=== key_repeat_ctrl ===
**src/rtl/key_repeat_ctrl_pkg.sv**
```systemverilog
// rtl/key_repeat_ctrl_pkg.sv - key FSM encodings, default timings and timer sizing
package key_repeat_ctrl_pkg;

  typedef enum logic [1:0] {
    ST_IDLE   = 2'd0,
    ST_HOLD   = 2'd1,
    ST_REPEAT = 2'd2
  } key_st_e;

  localparam int unsigned DEF_HOLD_CNT   = 25_000_000;
  localparam int unsigned DEF_REPEAT_CNT = 10_000_000;

  // Bits needed to count 0 .. max(a, b)-1, never fewer than one.
  function automatic int unsigned timer_w(input int unsigned a, input int unsigned b);
    int unsigned m;
    m = (a > b) ? a : b;
    return (m > 2) ? $clog2(m) : 1;
  endfunction

endpackage

```
**src/rtl/key_repeat.sv**
```systemverilog
// rtl/key_repeat.sv - per-key edge decode, IDLE/HOLD/REPEAT FSM, timer and step pulse
module key_repeat
  import key_repeat_ctrl_pkg::*;
#(
  parameter int unsigned HOLD_CNT   = DEF_HOLD_CNT,
  parameter int unsigned REPEAT_CNT = DEF_REPEAT_CNT
) (
  input  logic clk_i,
  input  logic rst_ni,
  input  logic key_flag_i,
  input  logic key_state_i,
  output logic step_o,
  output logic start_o,
  output logic busy_o
);

  localparam int unsigned   TW        = timer_w(HOLD_CNT, REPEAT_CNT);
  localparam logic [TW-1:0] HOLD_LAST = TW'(HOLD_CNT - 1);
  localparam logic [TW-1:0] REP_LAST  = TW'(REPEAT_CNT - 1);

  key_st_e       state_q, state_d;
  logic [TW-1:0] timer_q, timer_d;
  logic          press_q, release_q;
  logic          step_q, step_d;

  // Edges are registered first so a flag at edge k yields a step at edge k+1.
  always_ff @(posedge clk_i or negedge rst_ni) begin
    if (!rst_ni) begin
      state_q   <= ST_IDLE;
      timer_q   <= '0;
      press_q   <= 1'b0;
      release_q <= 1'b0;
      step_q    <= 1'b0;
    end else begin
      state_q   <= state_d;
      timer_q   <= timer_d;
      press_q   <= key_flag_i & ~key_state_i;
      release_q <= key_flag_i & key_state_i;
      step_q    <= step_d;
    end
  end

  always_comb begin
    state_d = state_q;
    timer_d = '0;
    case (state_q)
      ST_IDLE: begin
        if (press_q) state_d = ST_HOLD;
      end
      ST_HOLD: begin
        if (release_q)                  state_d = ST_IDLE;
        else if (timer_q == HOLD_LAST)  state_d = ST_REPEAT;
        else                            timer_d = timer_q + 1'b1;
      end
      ST_REPEAT: begin
        if (release_q)                  state_d = ST_IDLE;
        else if (timer_q != REP_LAST)   timer_d = timer_q + 1'b1;
      end
      default: state_d = ST_IDLE;
    endcase
  end

  // A release coinciding with a timer expiry suppresses that step.
  always_comb begin
    step_d = 1'b0;
    case (state_q)
      ST_IDLE:   step_d = press_q;
      ST_HOLD:   step_d = ~release_q & (timer_q == HOLD_LAST);
      ST_REPEAT: step_d = ~release_q & (timer_q == REP_LAST);
      default:   step_d = 1'b0;
    endcase
  end

  assign step_o  = step_q;
  assign start_o = press_q & (state_q == ST_IDLE);
  assign busy_o  = (state_q != ST_IDLE);

endmodule

```
**src/rtl/key_repeat_ctrl.sv**
```systemverilog
// rtl/key_repeat_ctrl.sv - two-key step/auto-repeat controller with chord clear and LED count
module key_repeat_ctrl
  import key_repeat_ctrl_pkg::*;
#(
  parameter int unsigned LED_W      = 4,
  parameter int unsigned HOLD_CNT   = DEF_HOLD_CNT,
  parameter int unsigned REPEAT_CNT = DEF_REPEAT_CNT,
  parameter bit          WRAP       = 1'b1
) (
  input  logic             clk,
  input  logic             rst_n,
  input  logic             key_flag0,
  input  logic             key_state0,
  input  logic             key_flag1,
  input  logic             key_state1,
  output logic [LED_W-1:0] led,
  output logic             chord,
  output logic             limit_hit
);

  localparam logic [LED_W-1:0] LED_MAX = '1;

  logic             step0, step1, start0, start1, busy0, busy1;
  logic             chord_set;
  logic             chord_q, chord_d;
  logic             limit_q, limit_d;
  logic [LED_W-1:0] led_q, led_d;

  key_repeat #(.HOLD_CNT(HOLD_CNT), .REPEAT_CNT(REPEAT_CNT)) u_key0 (
    .clk_i       (clk),
    .rst_ni      (rst_n),
    .key_flag_i  (key_flag0),
    .key_state_i (key_state0),
    .step_o      (step0),
    .start_o     (start0),
    .busy_o      (busy0)
  );

  key_repeat #(.HOLD_CNT(HOLD_CNT), .REPEAT_CNT(REPEAT_CNT)) u_key1 (
    .clk_i       (clk),
    .rst_ni      (rst_n),
    .key_flag_i  (key_flag1),
    .key_state_i (key_state1),
    .step_o      (step1),
    .start_o     (start1),
    .busy_o      (busy1)
  );

  assign chord_set = (busy0 & busy1) | (start0 & start1);

  always_comb begin
    chord_d = chord_q;
    if (chord_set)            chord_d = 1'b1;
    else if (!busy0 && !busy1) chord_d = 1'b0;
  end

  // Chord beats any step; opposing steps in one cycle cancel.
  always_comb begin
    led_d   = led_q;
    limit_d = 1'b0;
    if (chord_set || chord_q) begin
      led_d = '0;
    end else if (step0 && !step1) begin
      if (led_q != LED_MAX) led_d = led_q + 1'b1;
      else if (WRAP)        led_d = '0;
      else                  limit_d = 1'b1;
    end else if (step1 && !step0) begin
      if (led_q != '0)      led_d = led_q - 1'b1;
      else if (WRAP)        led_d = LED_MAX;
      else                  limit_d = 1'b1;
    end
  end

  always_ff @(posedge clk or negedge rst_n) begin
    if (!rst_n) begin
      led_q   <= '0;
      chord_q <= 1'b0;
      limit_q <= 1'b0;
    end else begin
      led_q   <= led_d;
      chord_q <= chord_d;
      limit_q <= limit_d;
    end
  end

  assign led       = led_q;
  assign chord     = chord_q;
  assign limit_hit = limit_q;

endmodule

```
**config.mk**
```make
export PLATFORM = sky130hd
export DESIGN_NAME = key_repeat_ctrl
export DESIGN_NICKNAME = d
export VERILOG_FILES = /design/src/rtl/key_repeat_ctrl_pkg.sv /design/src/rtl/key_repeat.sv /design/src/rtl/key_repeat_ctrl.sv
export SDC_FILE = /design/constraint.sdc
export NUM_CORES = 1
export LEC_CHECK = 0
export ABC_AREA = 1
export CAP_MARGIN = 5
export CORE_MARGIN = 4
export CORE_UTILIZATION = 30
export CTS_CLUSTER_SIZE = 20
export DETAILED_ROUTE_END_ITERATION = 8
export GPL_TIMING_DRIVEN = 0
export PLACE_DENSITY = 0.49
export SETUP_SLACK_MARGIN = 0.2
export SLEW_MARGIN = 20
export SYNTH_ARGS = -nofsm -noshare
export SYNTH_HDL_FRONTEND = slang
export SYNTH_HIERARCHICAL = 1
export SYNTH_SLANG_ARGS = --single-unit
```
**constraint.sdc**
```tcl
create_clock -name clk -period 4.1 [get_ports clk]
set_input_delay 0.615 -clock clk [delete_from_list [all_inputs] [get_ports clk]]
set_output_delay 0.615 -clock clk [all_outputs]
set_load 0.02 [all_outputs]
```
=== func_minterm_scanner ===
## src/rtl/func_pkg.sv

```systemverilog
// rtl/func_pkg.sv - shared widths and state encoding for the minterm scanner
package func_pkg;

    localparam int NV_DEF = 4;
    localparam int TT_W   = 2 ** NV_DEF;

    typedef enum logic [1:0] {
        IDLE = 2'd0,
        SCAN = 2'd1,
        EMIT = 2'd2,
        FIN  = 2'd3
    } scan_state_t;

endpackage

```

## src/rtl/lowbit_enc.sv

```systemverilog
// rtl/lowbit_enc.sv - lowest-set-bit priority encoder with a single-bit-remaining flag
module lowbit_enc
    import func_pkg::*;
#(
    parameter int NV = NV_DEF
) (
    input  logic [2**NV-1:0] w,
    output logic [NV-1:0]    idx,
    output logic             any,
    output logic             single
);

    localparam int TT = 2 ** NV;
    localparam logic [TT-1:0] TT_ONE = TT'(1);

    // Scanning downward lets the lowest set bit overwrite any higher ones.
    always_comb begin
        idx = '0;
        for (int i = TT - 1; i >= 0; i--) begin
            if (w[i]) begin
                idx = i[NV-1:0];
            end
        end
    end

    assign any    = |w;
    assign single = any && ((w & (w - TT_ONE)) == '0);

endmodule

```

## src/rtl/func_minterm_scanner.sv

```systemverilog
// rtl/func_minterm_scanner.sv - sweeps a Boolean function's inputs, captures its truth table
// and streams the minterm indices out over a valid/ready handshake.
module func_minterm_scanner
    import func_pkg::*;
#(
    parameter int NV     = NV_DEF,
    parameter int SETTLE = 1
) (
    input  logic              clk,
    input  logic              rst_n,
    input  logic              start,
    output logic [NV-1:0]     abcd,
    input  logic              f,
    output logic              m_valid,
    input  logic              m_ready,
    output logic [NV-1:0]     m_idx,
    output logic              m_last,
    output logic              busy,
    output logic              done,
    output logic [2**NV-1:0]  tt,
    output logic [NV:0]       count
);

    localparam int TT = 2 ** NV;
    localparam logic [3:0]    SETTLE_L = 4'(SETTLE);
    localparam logic [NV-1:0] IDX_LAST = '1;
    localparam logic [NV-1:0] IDX_ONE  = NV'(1);
    localparam logic [NV:0]   CNT_ONE  = (NV + 1)'(1);
    localparam logic [TT-1:0] TT_ONE   = TT'(1);

    scan_state_t   state_q;
    logic [NV-1:0] idx_q;
    logic [3:0]    hold_q;
    logic [TT-1:0] tt_q;
    logic [NV:0]   count_q;
    logic [TT-1:0] w_q;

    logic [NV-1:0] enc_idx;
    logic          enc_any;
    logic          enc_single;

    lowbit_enc #(.NV(NV)) u_lowbit_enc (
        .w      (w_q),
        .idx    (enc_idx),
        .any    (enc_any),
        .single (enc_single)
    );

    always_ff @(posedge clk or negedge rst_n) begin
        if (!rst_n) begin
            state_q <= IDLE;
            idx_q   <= '0;
            hold_q  <= '0;
            tt_q    <= '0;
            count_q <= '0;
            w_q     <= '0;
        end else begin
            case (state_q)
                IDLE: begin
                    if (start) begin
                        state_q <= SCAN;
                        tt_q    <= '0;
                        count_q <= '0;
                        idx_q   <= '0;
                        hold_q  <= '0;
                    end
                end
                SCAN: begin
                    if (hold_q == SETTLE_L) begin
                        hold_q      <= '0;
                        tt_q[idx_q] <= f;
                        if (f) begin
                            count_q <= count_q + CNT_ONE;
                        end
                        // idx wraps to zero here, which also returns abcd to 0 on EMIT entry.
                        idx_q <= idx_q + IDX_ONE;
                        if (idx_q == IDX_LAST) begin
                            state_q <= EMIT;
                            w_q     <= tt_q | ((f ? TT_ONE : '0) << idx_q);
                        end
                    end else begin
                        hold_q <= hold_q + 4'd1;
                    end
                end
                EMIT: begin
                    if (!enc_any) begin
                        state_q <= FIN;
                    end else if (m_ready) begin
                        w_q[enc_idx] <= 1'b0;
                        if (enc_single) begin
                            state_q <= FIN;
                        end
                    end
                end
                FIN: begin
                    state_q <= IDLE;
                end
                default: begin
                    state_q <= IDLE;
                end
            endcase
        end
    end

    // Beat fields come straight from the working copy, so they hold while the consumer stalls.
    assign abcd    = idx_q;
    assign m_valid = (state_q == EMIT) && enc_any;
    assign m_idx   = enc_idx;
    assign m_last  = m_valid && enc_single;
    assign busy    = (state_q == SCAN) || (state_q == EMIT);
    assign done    = (state_q == FIN);
    assign tt      = tt_q;
    assign count   = count_q;

endmodule

```

## config.mk

```make
export PLATFORM = sky130hd
export DESIGN_NAME = func_minterm_scanner
export DESIGN_NICKNAME = d
export VERILOG_FILES = /design/src/rtl/func_pkg.sv /design/src/rtl/lowbit_enc.sv /design/src/rtl/func_minterm_scanner.sv
export SDC_FILE = /design/constraint.sdc
export NUM_CORES = 1
export LEC_CHECK = 0
export CAP_MARGIN = 20
export CORE_ASPECT_RATIO = 0.8
export CORE_MARGIN = 4
export CORE_UTILIZATION = 56
export DETAILED_ROUTE_END_ITERATION = 10
export GPL_TIMING_DRIVEN = 0
export PLACE_DENSITY = 0.91
export SETUP_SLACK_MARGIN = 0.15
export SLEW_MARGIN = 40
export SYNTH_ARGS = -nofsm -noshare
export SYNTH_HDL_FRONTEND = slang
export SYNTH_SLANG_ARGS = --single-unit
```

## constraint.sdc

```tcl
create_clock -name clk -period 3 [get_ports clk]
set_input_delay 0.75 -clock clk [delete_from_list [all_inputs] [get_ports clk]]
set_output_delay 0.75 -clock clk [all_outputs]
set_load 0.01 [all_outputs]
```

=== comp_capture ===
<file path="config.mk">
export PLATFORM = sky130hd
export DESIGN_NAME = comp_capture
export DESIGN_NICKNAME = d
export VERILOG_FILES = /design/src/rtl/comp_capture_pkg.sv /design/src/rtl/comp_capture_satcnt.sv /design/src/rtl/comp_capture.sv
export SDC_FILE = /design/constraint.sdc
export NUM_CORES = 1
export LEC_CHECK = 0
export CAP_MARGIN = 20
export CORE_ASPECT_RATIO = 1.75
export CORE_MARGIN = 2
export CORE_UTILIZATION = 35
export CTS_CLUSTER_DIAMETER = 60
export CTS_CLUSTER_SIZE = 14
export DETAILED_ROUTE_END_ITERATION = 12
export GPL_TIMING_DRIVEN = 0
export PLACE_DENSITY = 0.64
export SLEW_MARGIN = 5
export SYNTH_ARGS = -nofsm -noshare
export SYNTH_HDL_FRONTEND = slang
export SYNTH_SLANG_ARGS = --single-unit
</file>
<file path="constraint.sdc">
create_clock -name clk -period 2.1 [get_ports clk]
set_clock_uncertainty 0.1 [all_clocks]
set_input_delay 0.525 -clock clk [delete_from_list [all_inputs] [get_ports clk]]
set_output_delay 0.525 -clock clk [all_outputs]
set_load 0.005 [all_outputs]
</file>
<file path="src/rtl/comp_capture_pkg.sv">
// Shared types and helpers for the comparator capture stage.
package comp_capture_pkg;

  // Capture sequencer states.
  typedef enum logic {
    IDLE    = 1'b0,
    COLLECT = 1'b1
  } state_e;

  // Width of the dropped-word counter.
  localparam int OVF_W = 8;

  // Smallest w with 2**w >= nbits+1; sizes a counter that must reach nbits.
  function automatic int cnt_width(input int nbits);
    int w;
    w = 0;
    for (int i = 0; i < 31; i++) begin
      if ((1 << i) < (nbits + 1)) w = i + 1;
    end
    return w;
  endfunction

endpackage

</file>
<file path="src/rtl/comp_capture_satcnt.sv">
// Saturating up-counter: increments on inc_i, sticks at all-ones.
module comp_capture_satcnt #(
  parameter int W = 8
) (
  input  logic         clk,
  input  logic         rst_n,
  input  logic         inc_i,
  output logic [W-1:0] cnt_o
);

  logic [W-1:0] cnt_q;

  // Count events until the maximum value is reached, then hold.
  always_ff @(posedge clk or negedge rst_n) begin
    // NOTE: sequential state uses non-blocking assignments so every register
    // samples pre-edge values regardless of statement order.
    if (!rst_n) begin
      cnt_q <= '0;
    end else if (inc_i && (cnt_q != '1)) begin
      cnt_q <= cnt_q + W'(1);
    end
  end

  assign cnt_o = cnt_q;

endmodule

</file>
<file path="src/rtl/comp_capture.sv">
// Comparator decision capture: assembles NBITS strobed decisions (MSB first)
// into a tagged word on a one-entry valid/ready output register and counts
// words lost to back-pressure.
// Optional feature: define COMP_CAPTURE_PARITY_EN to add data_par, the XOR
// reduction of data_out registered with the word.
module comp_capture
  import comp_capture_pkg::*;
#(
  parameter int NBITS = 12,
  parameter int SEQW  = 4
) (
  input  logic             clk,
  input  logic             rst_n,
  input  logic             enable,
  input  logic             conv_start,
  input  logic             comp_strobe,
  input  logic             comp_in,
  output logic [NBITS-1:0] data_out,
  output logic [SEQW-1:0]  data_seq,
  output logic             data_valid,
  input  logic             data_ready,
  output logic [OVF_W-1:0] ovf_cnt,
  output logic             busy
`ifdef COMP_CAPTURE_PARITY_EN
  ,
  output logic             data_par
`endif
);

  localparam int CW = cnt_width(NBITS);

  state_e           state_q;
  logic [CW-1:0]    cnt_q;
  logic [NBITS-1:0] shift_q;
  logic [NBITS-1:0] shift_d;
  logic [SEQW-1:0]  tag_q;
  logic [NBITS-1:0] data_q;
  logic [SEQW-1:0]  seq_q;
  logic             valid_q;

  logic strobe_ok;
  logic word_done;
  logic word_load;
  logic word_drop;

  // A strobe counts only while collecting, enabled, and not overridden by a
  // simultaneous conv_start (which restarts the conversion instead).
  assign strobe_ok = enable && (state_q == COLLECT) && comp_strobe && !conv_start;
  assign word_done = strobe_ok && (cnt_q == CW'(NBITS - 1));
  assign shift_d   = {shift_q[NBITS-2:0], comp_in};
  // The single output slot accepts a word when empty or when it empties on
  // this same edge; otherwise the finished word is lost.
  assign word_load = word_done && (!valid_q || data_ready);
  assign word_drop = word_done && !word_load;

  // Sequencer: state, bit counter and decision shift register.
  always_ff @(posedge clk or negedge rst_n) begin
    if (!rst_n) begin
      state_q <= IDLE;
      cnt_q   <= '0;
      shift_q <= '0;
    end else if (!enable) begin
      state_q <= IDLE;
      cnt_q   <= '0;
      shift_q <= '0;
    end else if (conv_start) begin
      state_q <= COLLECT;
      cnt_q   <= '0;
      shift_q <= '0;
    end else if (strobe_ok) begin
      shift_q <= shift_d;
      if (word_done) begin
        state_q <= IDLE;
        cnt_q   <= '0;
      end else begin
        cnt_q <= cnt_q + CW'(1);
      end
    end
  end

  // Sequence tag advances on every completed word, loaded or dropped.
  always_ff @(posedge clk or negedge rst_n) begin
    if (!rst_n) begin
      tag_q <= '0;
    end else if (word_done) begin
      tag_q <= tag_q + SEQW'(1);
    end
  end

  // One-entry output register; contents hold while stalled.
  always_ff @(posedge clk or negedge rst_n) begin
    if (!rst_n) begin
      data_q  <= '0;
      seq_q   <= '0;
      valid_q <= 1'b0;
    end else if (word_load) begin
      data_q  <= shift_d;
      seq_q   <= tag_q;
      valid_q <= 1'b1;
    end else if (valid_q && data_ready) begin
      valid_q <= 1'b0;
    end
  end

`ifdef COMP_CAPTURE_PARITY_EN
  logic par_q;

  // Parity travels with the word so it always matches data_out.
  always_ff @(posedge clk or negedge rst_n) begin
    if (!rst_n) begin
      par_q <= 1'b0;
    end else if (word_load) begin
      par_q <= ^shift_d;
    end
  end

  assign data_par = par_q;
`endif

  comp_capture_satcnt #(
    .W(OVF_W)
  ) u_ovf_cnt (
    .clk   (clk),
    .rst_n (rst_n),
    .inc_i (word_drop),
    .cnt_o (ovf_cnt)
  );

  assign data_out   = data_q;
  assign data_seq   = seq_q;
  assign data_valid = valid_q;
  assign busy       = (state_q == COLLECT);

endmodule

</file>
=== search_step_controller ===
--- config.mk ---
export PLATFORM = sky130hd
export DESIGN_NAME = search_step_controller
export DESIGN_NICKNAME = d
export VERILOG_FILES = /design/src/rtl/search_pkg.sv /design/src/rtl/clause_popcount.sv /design/src/rtl/search_step_controller.sv
export SDC_FILE = /design/constraint.sdc
export NUM_CORES = 1
export LEC_CHECK = 0
export CAP_MARGIN = 10
export CORE_MARGIN = 4
export CORE_UTILIZATION = 50
export DETAILED_ROUTE_END_ITERATION = 8
export PLACE_DENSITY = 0.78
export RECOVER_POWER = 100
export SYNTH_ARGS = -nofsm -noshare
export SYNTH_HDL_FRONTEND = slang
export SYNTH_HIERARCHICAL = 1
export SYNTH_SLANG_ARGS = --single-unit
--- constraint.sdc ---
create_clock -name in_clk -period 2.8 [get_ports in_clk]
set_clock_uncertainty 0.15 [all_clocks]
set_input_delay 0.56 -clock in_clk [delete_from_list [all_inputs] [get_ports in_clk]]
set_output_delay 0.56 -clock in_clk [all_outputs]
set_load 0.005 [all_outputs]
--- src/rtl/search_pkg.sv ---
// rtl/search_pkg.sv - shared state encoding and default sizing for the search blocks
//
// Purpose: common definitions for the search step controller and the
// stochastic search stage it drives.
// Contents: search_state_t (controller FSM states) and default widths.
package search_pkg;

  typedef enum logic [2:0] {
    ST_IDLE   = 3'd0,
    ST_ISSUE  = 3'd1,
    ST_WAIT   = 3'd2,
    ST_COMMIT = 3'd3,
    ST_DONE   = 3'd4
  } search_state_t;

  localparam int DEFAULT_INT_INDEX_WIDTH    = 1;
  localparam int DEFAULT_BOOL_INDEX_WIDTH   = 1;
  localparam int DEFAULT_INT_WIDTH          = 4;
  localparam int DEFAULT_CLAUSE_INDEX_WIDTH = 2;
  localparam int DEFAULT_ITERATION_WIDTH    = 8;
  localparam int DEFAULT_WATCHDOG_WIDTH     = 8;

endpackage

--- src/rtl/clause_popcount.sv ---
// rtl/clause_popcount.sv - counts the valid clauses in a clause mask
//
// Purpose: population count of the clause-valid mask. The result is the
// satisfied-clause target that marks a run as solved.
// Ports:
//   mask   in   NC  clause-valid mask
//   count  out  CW  number of set bits in mask
module clause_popcount #(
  parameter int NC = 4,
  parameter int CW = 3
) (
  input  logic [NC-1:0] mask,
  output logic [CW-1:0] count
);

  always_comb begin
    count = '0;
    for (int i = 0; i < NC; i++) begin
      count = count + CW'(mask[i]);
    end
  end

endmodule

--- src/rtl/search_step_controller.sv ---
// rtl/search_step_controller.sv - iterates the stochastic search stage until solved, out of budget or stalled
//
// Purpose: holds the committed assignment, issues one search step at a time,
// commits the best candidate move each step and stops when all valid clauses
// are satisfied, the iteration budget is spent, or the search stage stalls.
// Ports:
//   in_clk, in_reset                clock, asynchronous active-high reset
//   in_start                        start pulse (accepted only in IDLE/DONE)
//   in_seed_integer/_boolean        initial assignment
//   in_existing_clauses             clause-valid mask (sets the solve target)
//   in_max_iterations               iteration budget (0 behaves as 1)
//   in_search_ready                 search stage step complete
//   in_best_gain                    satisfied-clause count of best move
//   in_best_assignment_integer/_boolean  best candidate assignment
//   out_search_enable               search stage run enable
//   out_current_integer/_boolean    committed assignment
//   out_iteration_count             commits so far (saturating)
//   out_busy, out_done, out_solved, out_timeout  run status
module search_step_controller
  import search_pkg::*;
#(
  parameter int MAXIMUM_BIT_WIDTH_OF_INTEGER_VARIABLE_INDEX = DEFAULT_INT_INDEX_WIDTH,
  parameter int MAXIMUM_BIT_WIDTH_OF_BOOLEAN_VARIABLE_INDEX = DEFAULT_BOOL_INDEX_WIDTH,
  parameter int MAXIMUM_BIT_WIDTH_OF_INTEGER_VARIABLE       = DEFAULT_INT_WIDTH,
  parameter int MAXIMUM_BIT_WIDTH_OF_CLAUSES_INDEX          = DEFAULT_CLAUSE_INDEX_WIDTH,
  parameter int ITERATION_COUNT_WIDTH                       = DEFAULT_ITERATION_WIDTH,
  parameter int WATCHDOG_WIDTH                              = DEFAULT_WATCHDOG_WIDTH,
  localparam int NI = 2 ** MAXIMUM_BIT_WIDTH_OF_INTEGER_VARIABLE_INDEX,
  localparam int NB = 2 ** MAXIMUM_BIT_WIDTH_OF_BOOLEAN_VARIABLE_INDEX,
  localparam int WI = MAXIMUM_BIT_WIDTH_OF_INTEGER_VARIABLE,
  localparam int NC = 2 ** MAXIMUM_BIT_WIDTH_OF_CLAUSES_INDEX,
  localparam int CW = MAXIMUM_BIT_WIDTH_OF_CLAUSES_INDEX + 1,
  localparam int IW = ITERATION_COUNT_WIDTH,
  localparam int WW = WATCHDOG_WIDTH
) (
  input  logic             in_clk,
  input  logic             in_reset,
  input  logic             in_start,
  input  logic [NI*WI-1:0] in_seed_integer,
  input  logic [NB-1:0]    in_seed_boolean,
  input  logic [NC-1:0]    in_existing_clauses,
  input  logic [IW-1:0]    in_max_iterations,
  input  logic             in_search_ready,
  input  logic [CW-1:0]    in_best_gain,
  input  logic [NI*WI-1:0] in_best_assignment_integer,
  input  logic [NB-1:0]    in_best_assignment_boolean,
  output logic             out_search_enable,
  output logic [NI*WI-1:0] out_current_integer,
  output logic [NB-1:0]    out_current_boolean,
  output logic [IW-1:0]    out_iteration_count,
  output logic             out_busy,
  output logic             out_done,
  output logic             out_solved,
  output logic             out_timeout
);

  search_state_t state, state_next;

  logic [NI*WI-1:0] cur_int;
  logic [NB-1:0]    cur_bool;
  logic [IW-1:0]    count, count_inc, budget;
  logic [CW-1:0]    target, gain_reg, clause_count;
  logic [WW-1:0]    watchdog, watchdog_inc;
  logic             solved, timeout;
  logic             start_ok, wd_expire, commit_solved, commit_exhaust;

  clause_popcount #(
    .NC(NC),
    .CW(CW)
  ) u_clause_popcount (
    .mask (in_existing_clauses),
    .count(clause_count)
  );

  assign start_ok       = in_start && (state == ST_IDLE || state == ST_DONE);
  assign watchdog_inc   = watchdog + WW'(1);
  // Stall is declared when the incremented watchdog would reach all-ones.
  assign wd_expire      = (watchdog_inc == {WW{1'b1}});
  assign count_inc      = (count == {IW{1'b1}}) ? count : count + IW'(1);
  // An empty clause set is trivially satisfied whatever gain is reported.
  assign commit_solved  = (gain_reg == target) || (target == '0);
  assign commit_exhaust = (count_inc == budget);

  always_ff @(posedge in_clk or posedge in_reset) begin
    if (in_reset) begin
      state <= ST_IDLE;
    end else begin
      state <= state_next;
    end
  end

  always_comb begin
    state_next        = state;
    out_search_enable = 1'b0;
    out_busy          = 1'b0;
    out_done          = 1'b0;
    case (state)
      ST_IDLE: begin
        if (start_ok) state_next = ST_ISSUE;
      end
      ST_ISSUE: begin
        out_search_enable = 1'b1;
        out_busy          = 1'b1;
        state_next        = ST_WAIT;
      end
      ST_WAIT: begin
        out_search_enable = 1'b1;
        out_busy          = 1'b1;
        if (in_search_ready) state_next = ST_COMMIT;
        else if (wd_expire)  state_next = ST_DONE;
      end
      ST_COMMIT: begin
        out_busy = 1'b1;
        // Solved is checked first so a final-iteration solve reports solved.
        if (commit_solved || commit_exhaust) state_next = ST_DONE;
        else                                 state_next = ST_ISSUE;
      end
      ST_DONE: begin
        out_done = 1'b1;
        if (start_ok) state_next = ST_ISSUE;
      end
      default: state_next = ST_IDLE;
    endcase
  end

  always_ff @(posedge in_clk or posedge in_reset) begin
    if (in_reset) begin
      cur_int  <= '0;
      cur_bool <= '0;
      count    <= '0;
      budget   <= '0;
      target   <= '0;
      gain_reg <= '0;
      watchdog <= '0;
      solved   <= 1'b0;
      timeout  <= 1'b0;
    end else if (start_ok) begin
      cur_int  <= in_seed_integer;
      cur_bool <= in_seed_boolean;
      target   <= clause_count;
      budget   <= (in_max_iterations == '0) ? IW'(1) : in_max_iterations;
      count    <= '0;
      watchdog <= '0;
      solved   <= 1'b0;
      timeout  <= 1'b0;
    end else begin
      case (state)
        ST_ISSUE: watchdog <= '0;
        ST_WAIT: begin
          if (in_search_ready) begin
            cur_int  <= in_best_assignment_integer;
            cur_bool <= in_best_assignment_boolean;
            gain_reg <= in_best_gain;
          end else begin
            watchdog <= watchdog_inc;
            if (wd_expire) timeout <= 1'b1;
          end
        end
        ST_COMMIT: begin
          count <= count_inc;
          if (commit_solved) solved <= 1'b1;
        end
        default: ;
      endcase
    end
  end

  assign out_current_integer = cur_int;
  assign out_current_boolean = cur_bool;
  assign out_iteration_count = count;
  assign out_solved          = solved;
  assign out_timeout         = timeout;

endmodule

key_repeat_ctrl, placement density heat map:
The die is cut into 13 by 13 equal tiles; white is low, dark blue is high, 0 to 100% covered.
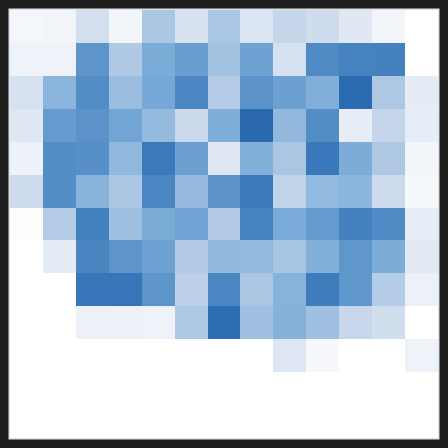
fullest tile: 77%
densest ninth of the die: center
emptiest ninth of the die: south-west
Core Util, Final: 35.3%
starting utilization of the core area: 30.6%
Core Area: 13800 µm²

==> flow_metrics.tcl, key_repeat_ctrl <==
# yosys + openroad results
set metrics [dict create \
    status "finished clean" \
    layout.buffer.nonclock.area_share_pct 4.94 \
    post_route_drc_violation_count 0 \
    area.combinational_um2 2250 \
    mux_area_share_pct 0 \
    drive_above_1_share_pct 19.4 \
    finalMaxSlewViolations 0 \
    achievable-frequency_mhz 482 \
    cts_tree "built" \
    dp_hpwl_um 6580 \
    post_synth_most_frequent_cells "sky130_fd_sc_hd__nand2_1, sky130_fd_sc_hd__nor2_1, sky130_fd_sc_hd__dfrtp_1" \
    final.signal_inverter_count 62 \
    diodes_inserted 0 \
    cp-start-kind "flop" \
    ant_nets 0 \
    synth-warning-count 6 \
    critical_path.max_fanout 7 \
    power-per-cell-area_nw_per_um2 475 \
    first_pass_detailed_route_iteration_total 7 \
    most-common-layout-cells "sky130_fd_sc_hd__nand2_1, sky130_fd_sc_hd__nor2_1, sky130_fd_sc_hd__dfrtp_1, sky130_fd_sc_hd__inv_1, sky130_fd_sc_hd__nor2_2" \
    pg_comb_uw 771 \
    buffers 21 \
    design.die.area_um2 16100 \
    main_synth_ff_type "sky130_fd_sc_hd__dfrtp_1" \
    critical_path_cell_count 1 \
]
==> key_repeat_ctrl: final timing paths <==
kind	startpoint	endpoint	slack (ps)
max reg2reg	u_key0/timer_q[0]	u_key0/timer_q[9]	2390
max in group asynchronous	rst_n	u_key0/release_q	3350
min reg2reg	u_key0/timer_q[0]	u_key0/timer_q[0]	460
max	led[1]	led[1]	2030
min in group clk	u_key0/timer_q[0]	u_key0/timer_q[0]	460
min	rst_n	u_key1/timer_q[10]	210
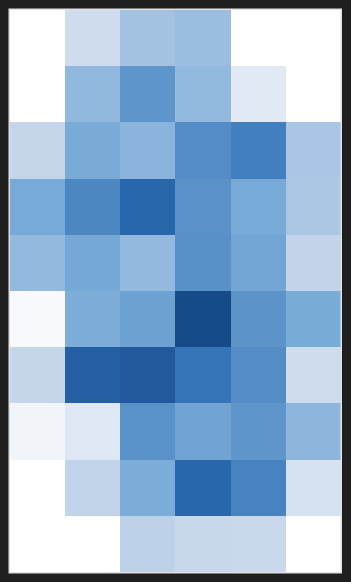
comp_capture: placement density heat map
The die is cut into 6 by 10 equal tiles; white is low, dark blue is high, 0 to 100% covered.
mean over tiles: 39%
fullest tile: 90%
nearly empty tiles: 15%
emptiest ninth of the die: south-west
densest ninth of the die: center

==> flow_metrics.tcl, comp_capture <==
# yosys + openroad results
set metrics [dict create \
    top_area_share_pct 57.5 \
    layout.buffer.nonclock.area_share_pct 16.6 \
    synth-edff-count 0 \
    power-per-cell-area_nw_per_um2 585 \
    reg2regPathDepth 6 \
    highest_count_logic_cell_in_the_final_layout "sky130_fd_sc_hd__dfrtp_1" \
    hold_buffers 0 \
    grt_start_max_net_pins 25 \
    chipWidth_um 60.5 \
    instances_no_fill 260 \
    status "finished clean" \
    coreArea_um2 5500 \
    synth_area_per_cell_um2 14.2 \
    placed_cells_incl_taps 247 \
    sequentialPowerShare_pct 58.7 \
    clock_net_power_uw 558 \
    netlist_area_um2 1960 \
    timing.critical_path.max_delay_family "buffers and inverters" \
    dp_hpwl_um 2830 \
    critical_path_cell_count 7 \
]
## comp_capture: per-stage QoR
stage	total power, mW	area, µm²	TNS [ps]
floorplan	0.901	1960	0
global placement	0.936	2370	-36470
detailed placement	0.944	2390	-4930
CTS	1.50	2490	0
global route	1.55	2530	0
finish	1.48	2530	0
## comp_capture: cells by family (layout without fill, tap and decap cells)
logic type,after synthesis,in the layout
AND-OR/OR-AND,23,23
XOR/XNOR,8,8
buffers and inverters,4,50
flip-flops,45,45
multiplexers,17,17
AND/OR/NAND/NOR,38,38
adder cells (fa/ha/maj),3,3
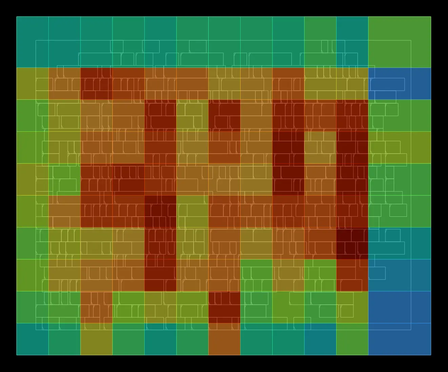
func_minterm_scanner: congestion heat map
met2 routing resource usage after global routing: 45.1%
detailed-route wire length per cell: 19.5 µm
met1 global-route usage: 40.4%
grt peak-use layer: met2

==> flow_metrics.tcl, func_minterm_scanner <==
# yosys + openroad results
set metrics [dict create \
    setup_tns_ps 0 \
    worst_path_max_delay_cell "sky130_fd_sc_hd__or4_4" \
    total_number_of_warnings_across_the_stage_logs 35 \
    timing.critical_path.arrival_ps 2090 \
    timing.critical_path.max_delay_family "simple AND/OR/NAND/NOR gates" \
    clock_cell_area_share_pct 3.06 \
    finish.net_count 436 \
    status "finished clean" \
    hold-worst-slack_ps 272 \
    most-common-layout-cells "sky130_fd_sc_hd__nand2_1, sky130_fd_sc_hd__dfrtp_1, sky130_fd_sc_hd__clkdlybuf4s50_1, sky130_fd_sc_hd__buf_4" \
    cp.buffers_inverters 2 \
    post_route_drc_violation_count 0 \
    ant_nets 0 \
    achievable-frequency_mhz 352 \
    dominant-cell-class "logic gates" \
    well_tap_count 62 \
    crit_path_max_incr_delay_ps 530 \
    area.combinational_um2 1730 \
    globalRoute.totalOverflow 0 \
    critical_path.max_fanout 4 \
    required_ps 2250 \
    critical_path_cell_count 6 \
    mux_area_share_pct 1.43 \
]
func_minterm_scanner: per-stage QoR:
stage	cell area [µm²]	setup slack (ps)
after floorplan	2970	570
after global placement	3420	-135
after detailed placement	3430	-120
after CTS	3710	24.9
after global routing	3840	77.5
final	3840	160
func_minterm_scanner: registers in the layout (all words and copies together) (netlist names):
| register | cells |
|---|---|
| tt | 16 |
| count | 5 |
| state_q | 2 |
| w_q | 16 |
| hold_q | 4 |
| abcd | 4 |
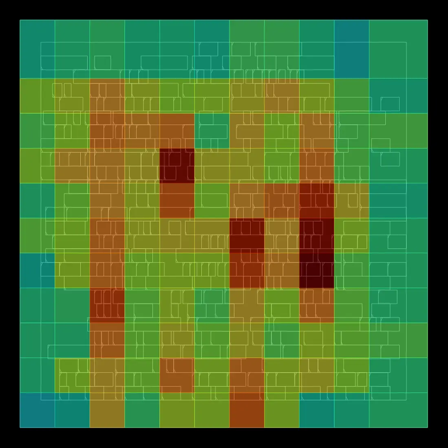
search_step_controller: congestion heat map
met2 routing resource usage after global routing: 35.6%
Core Util, Final: 65.9%
met1 global-route usage: 25.3%
overall routing resource usage: 20.6%

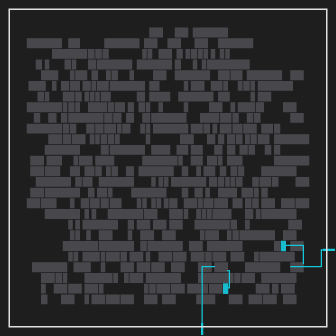
search_step_controller: nets reached from selected ports
| color | port | bits | direction | edge | end cells | buffers | wire |
|---|---|---|---|---|---|---|---|
| cyan | in_seed_boolean | 2 | input | 1 east, 1 south | 2 | 2 | 45.6 µm |
number of input and output port buffers inserted: 61
number of ports placed on the die boundary: 62

==> flow_metrics.tcl, search_step_controller <==
# yosys + openroad results
set metrics [dict create \
    status "finished clean" \
    finalClockPeriodUsage_pct 86.6 \
    hold-worst-slack_ps 342 \
    power_leakage_nw 1.47 \
    diodes_inserted 0 \
    synthAoiAreaFrac_pct 15.3 \
    cts-buffers-inserted 5 \
    timing.final.setup_violations 0 \
    synth_top_cell_by_area "sky130_fd_sc_hd__dfrtp_1" \
    timing.critical_path.arrival_ps 2450 \
    yosysUniqueCellTypes 49 \
    placed_area_um2 3260 \
    finalMaxSlewViolations 0 \
    synth-edff-count 0 \
    required_ps 2820 \
    routed-wl-met2_um 3100 \
]
==> search_step_controller: power by group through the flow <==
stage / logic, mW / registers, mW / clock network, mW
4_1_cts: 1.21 / 1.09 / 0.523
5_1_grt: 1.28 / 1.13 / 0.557
2_1_floorplan: 0.773 / 1.05 / 0
3_3_place_gp: 1.18 / 1.09 / 0
6_report: 1.13 / 1.09 / 0.510
3_5_place_dp: 1.20 / 1.10 / 0

==> layout pictures side by side <==
Cell classes on the final placement.
shot_01.png
Bar = 20 µm. Fill, decap, tap and diode cells in gray.
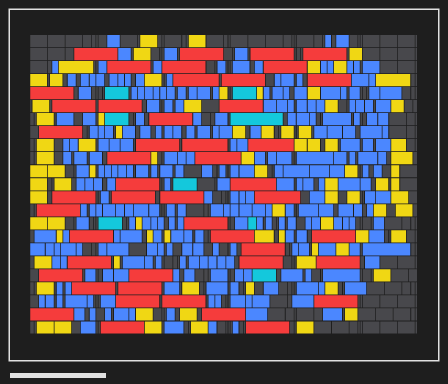
shot_02.png
Bar = 20 µm. Fill, decap, tap and diode cells in gray.
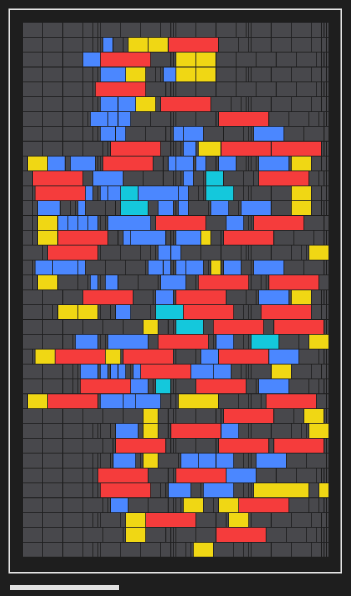
shot_03.png
Bar = 50 µm. Fill, decap, tap and diode cells in gray.
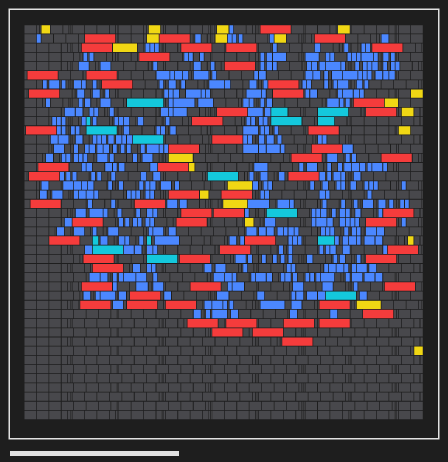
shot_04.png
Bar = 20 µm. Fill, decap, tap and diode cells in gray.
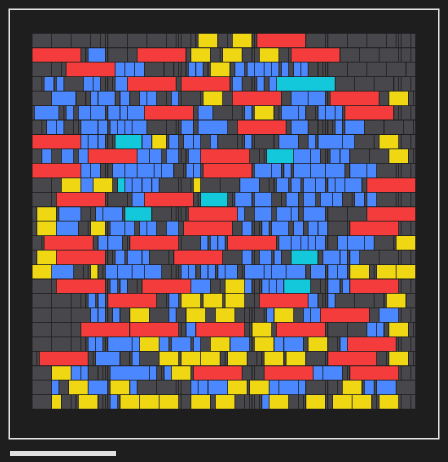
For comp_capture, see shot_02.png.
For search_step_controller, see shot_04.png.
For func_minterm_scanner, see shot_01.png.
For key_repeat_ctrl, see shot_03.png.
- lowest utilization: shot_03.png
- highest utilization: shot_01.png

Key to shot_01.png:
| color | class | cells | share of their area |
|---|---|---|---|
| cyan | clock drivers and dummy loads | 8 | 3.1% |
| yellow | other buffers and delay cells | 82 | 18% |
| blue | all other logic | 284 | 47% |
| red | flip-flops | 47 | 31% |



==> gallery <==
Signal wires on met1.
Supply wires on this layer in gray.
image #1
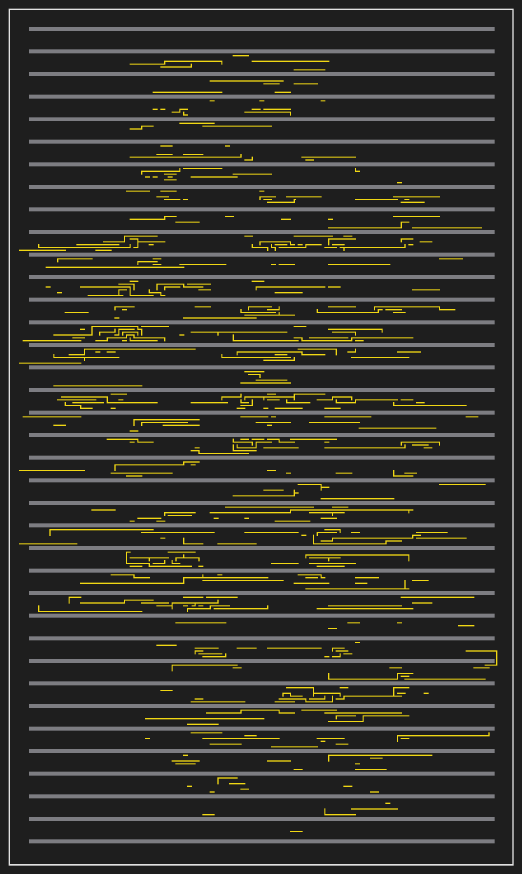
image #2
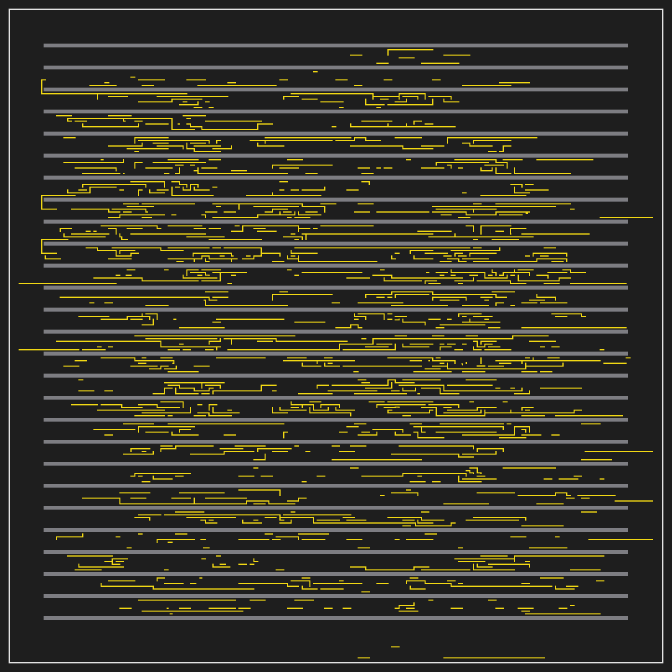
image #3
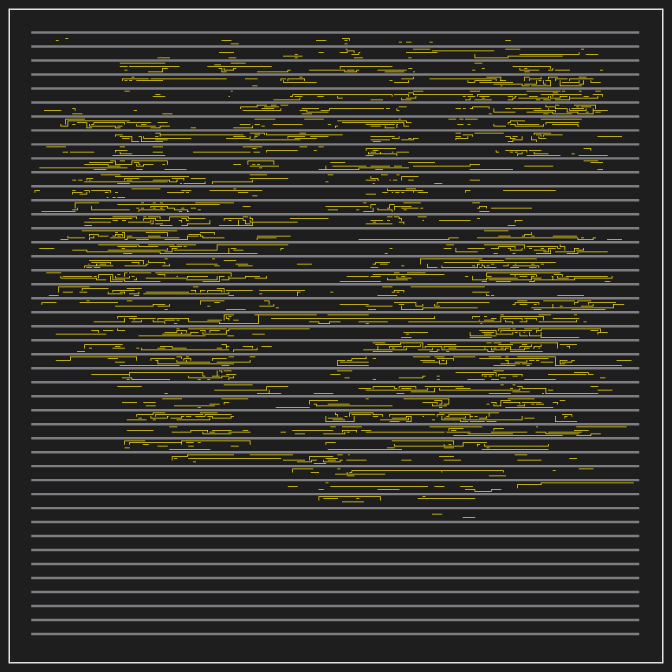
image #4
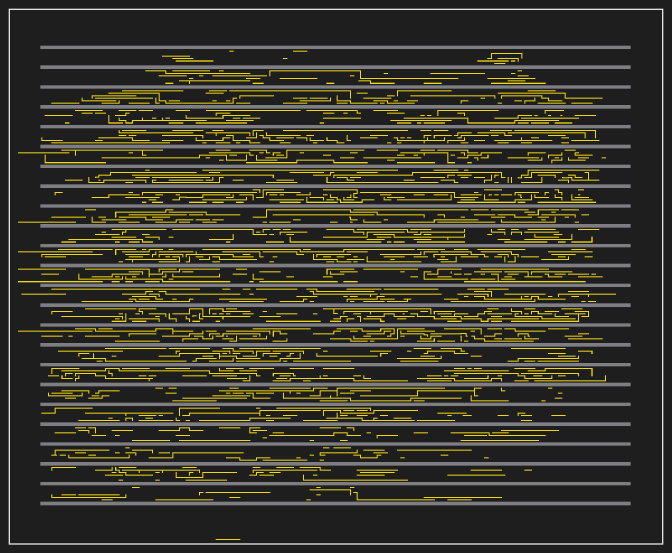
| picture | from |
|---|---|
| image #1 | comp_capture |
| image #4 | func_minterm_scanner |
| image #3 | key_repeat_ctrl |
| image #2 | search_step_controller |

Key to image #1:
nets with wire on the layer: 173
longest straight run: 16.6 µm
wire length on this layer: 1530 µm
main direction: horizontal
share of all routed wire: 41%

No activity file was given, so power comes from the tool's default toggle rates.
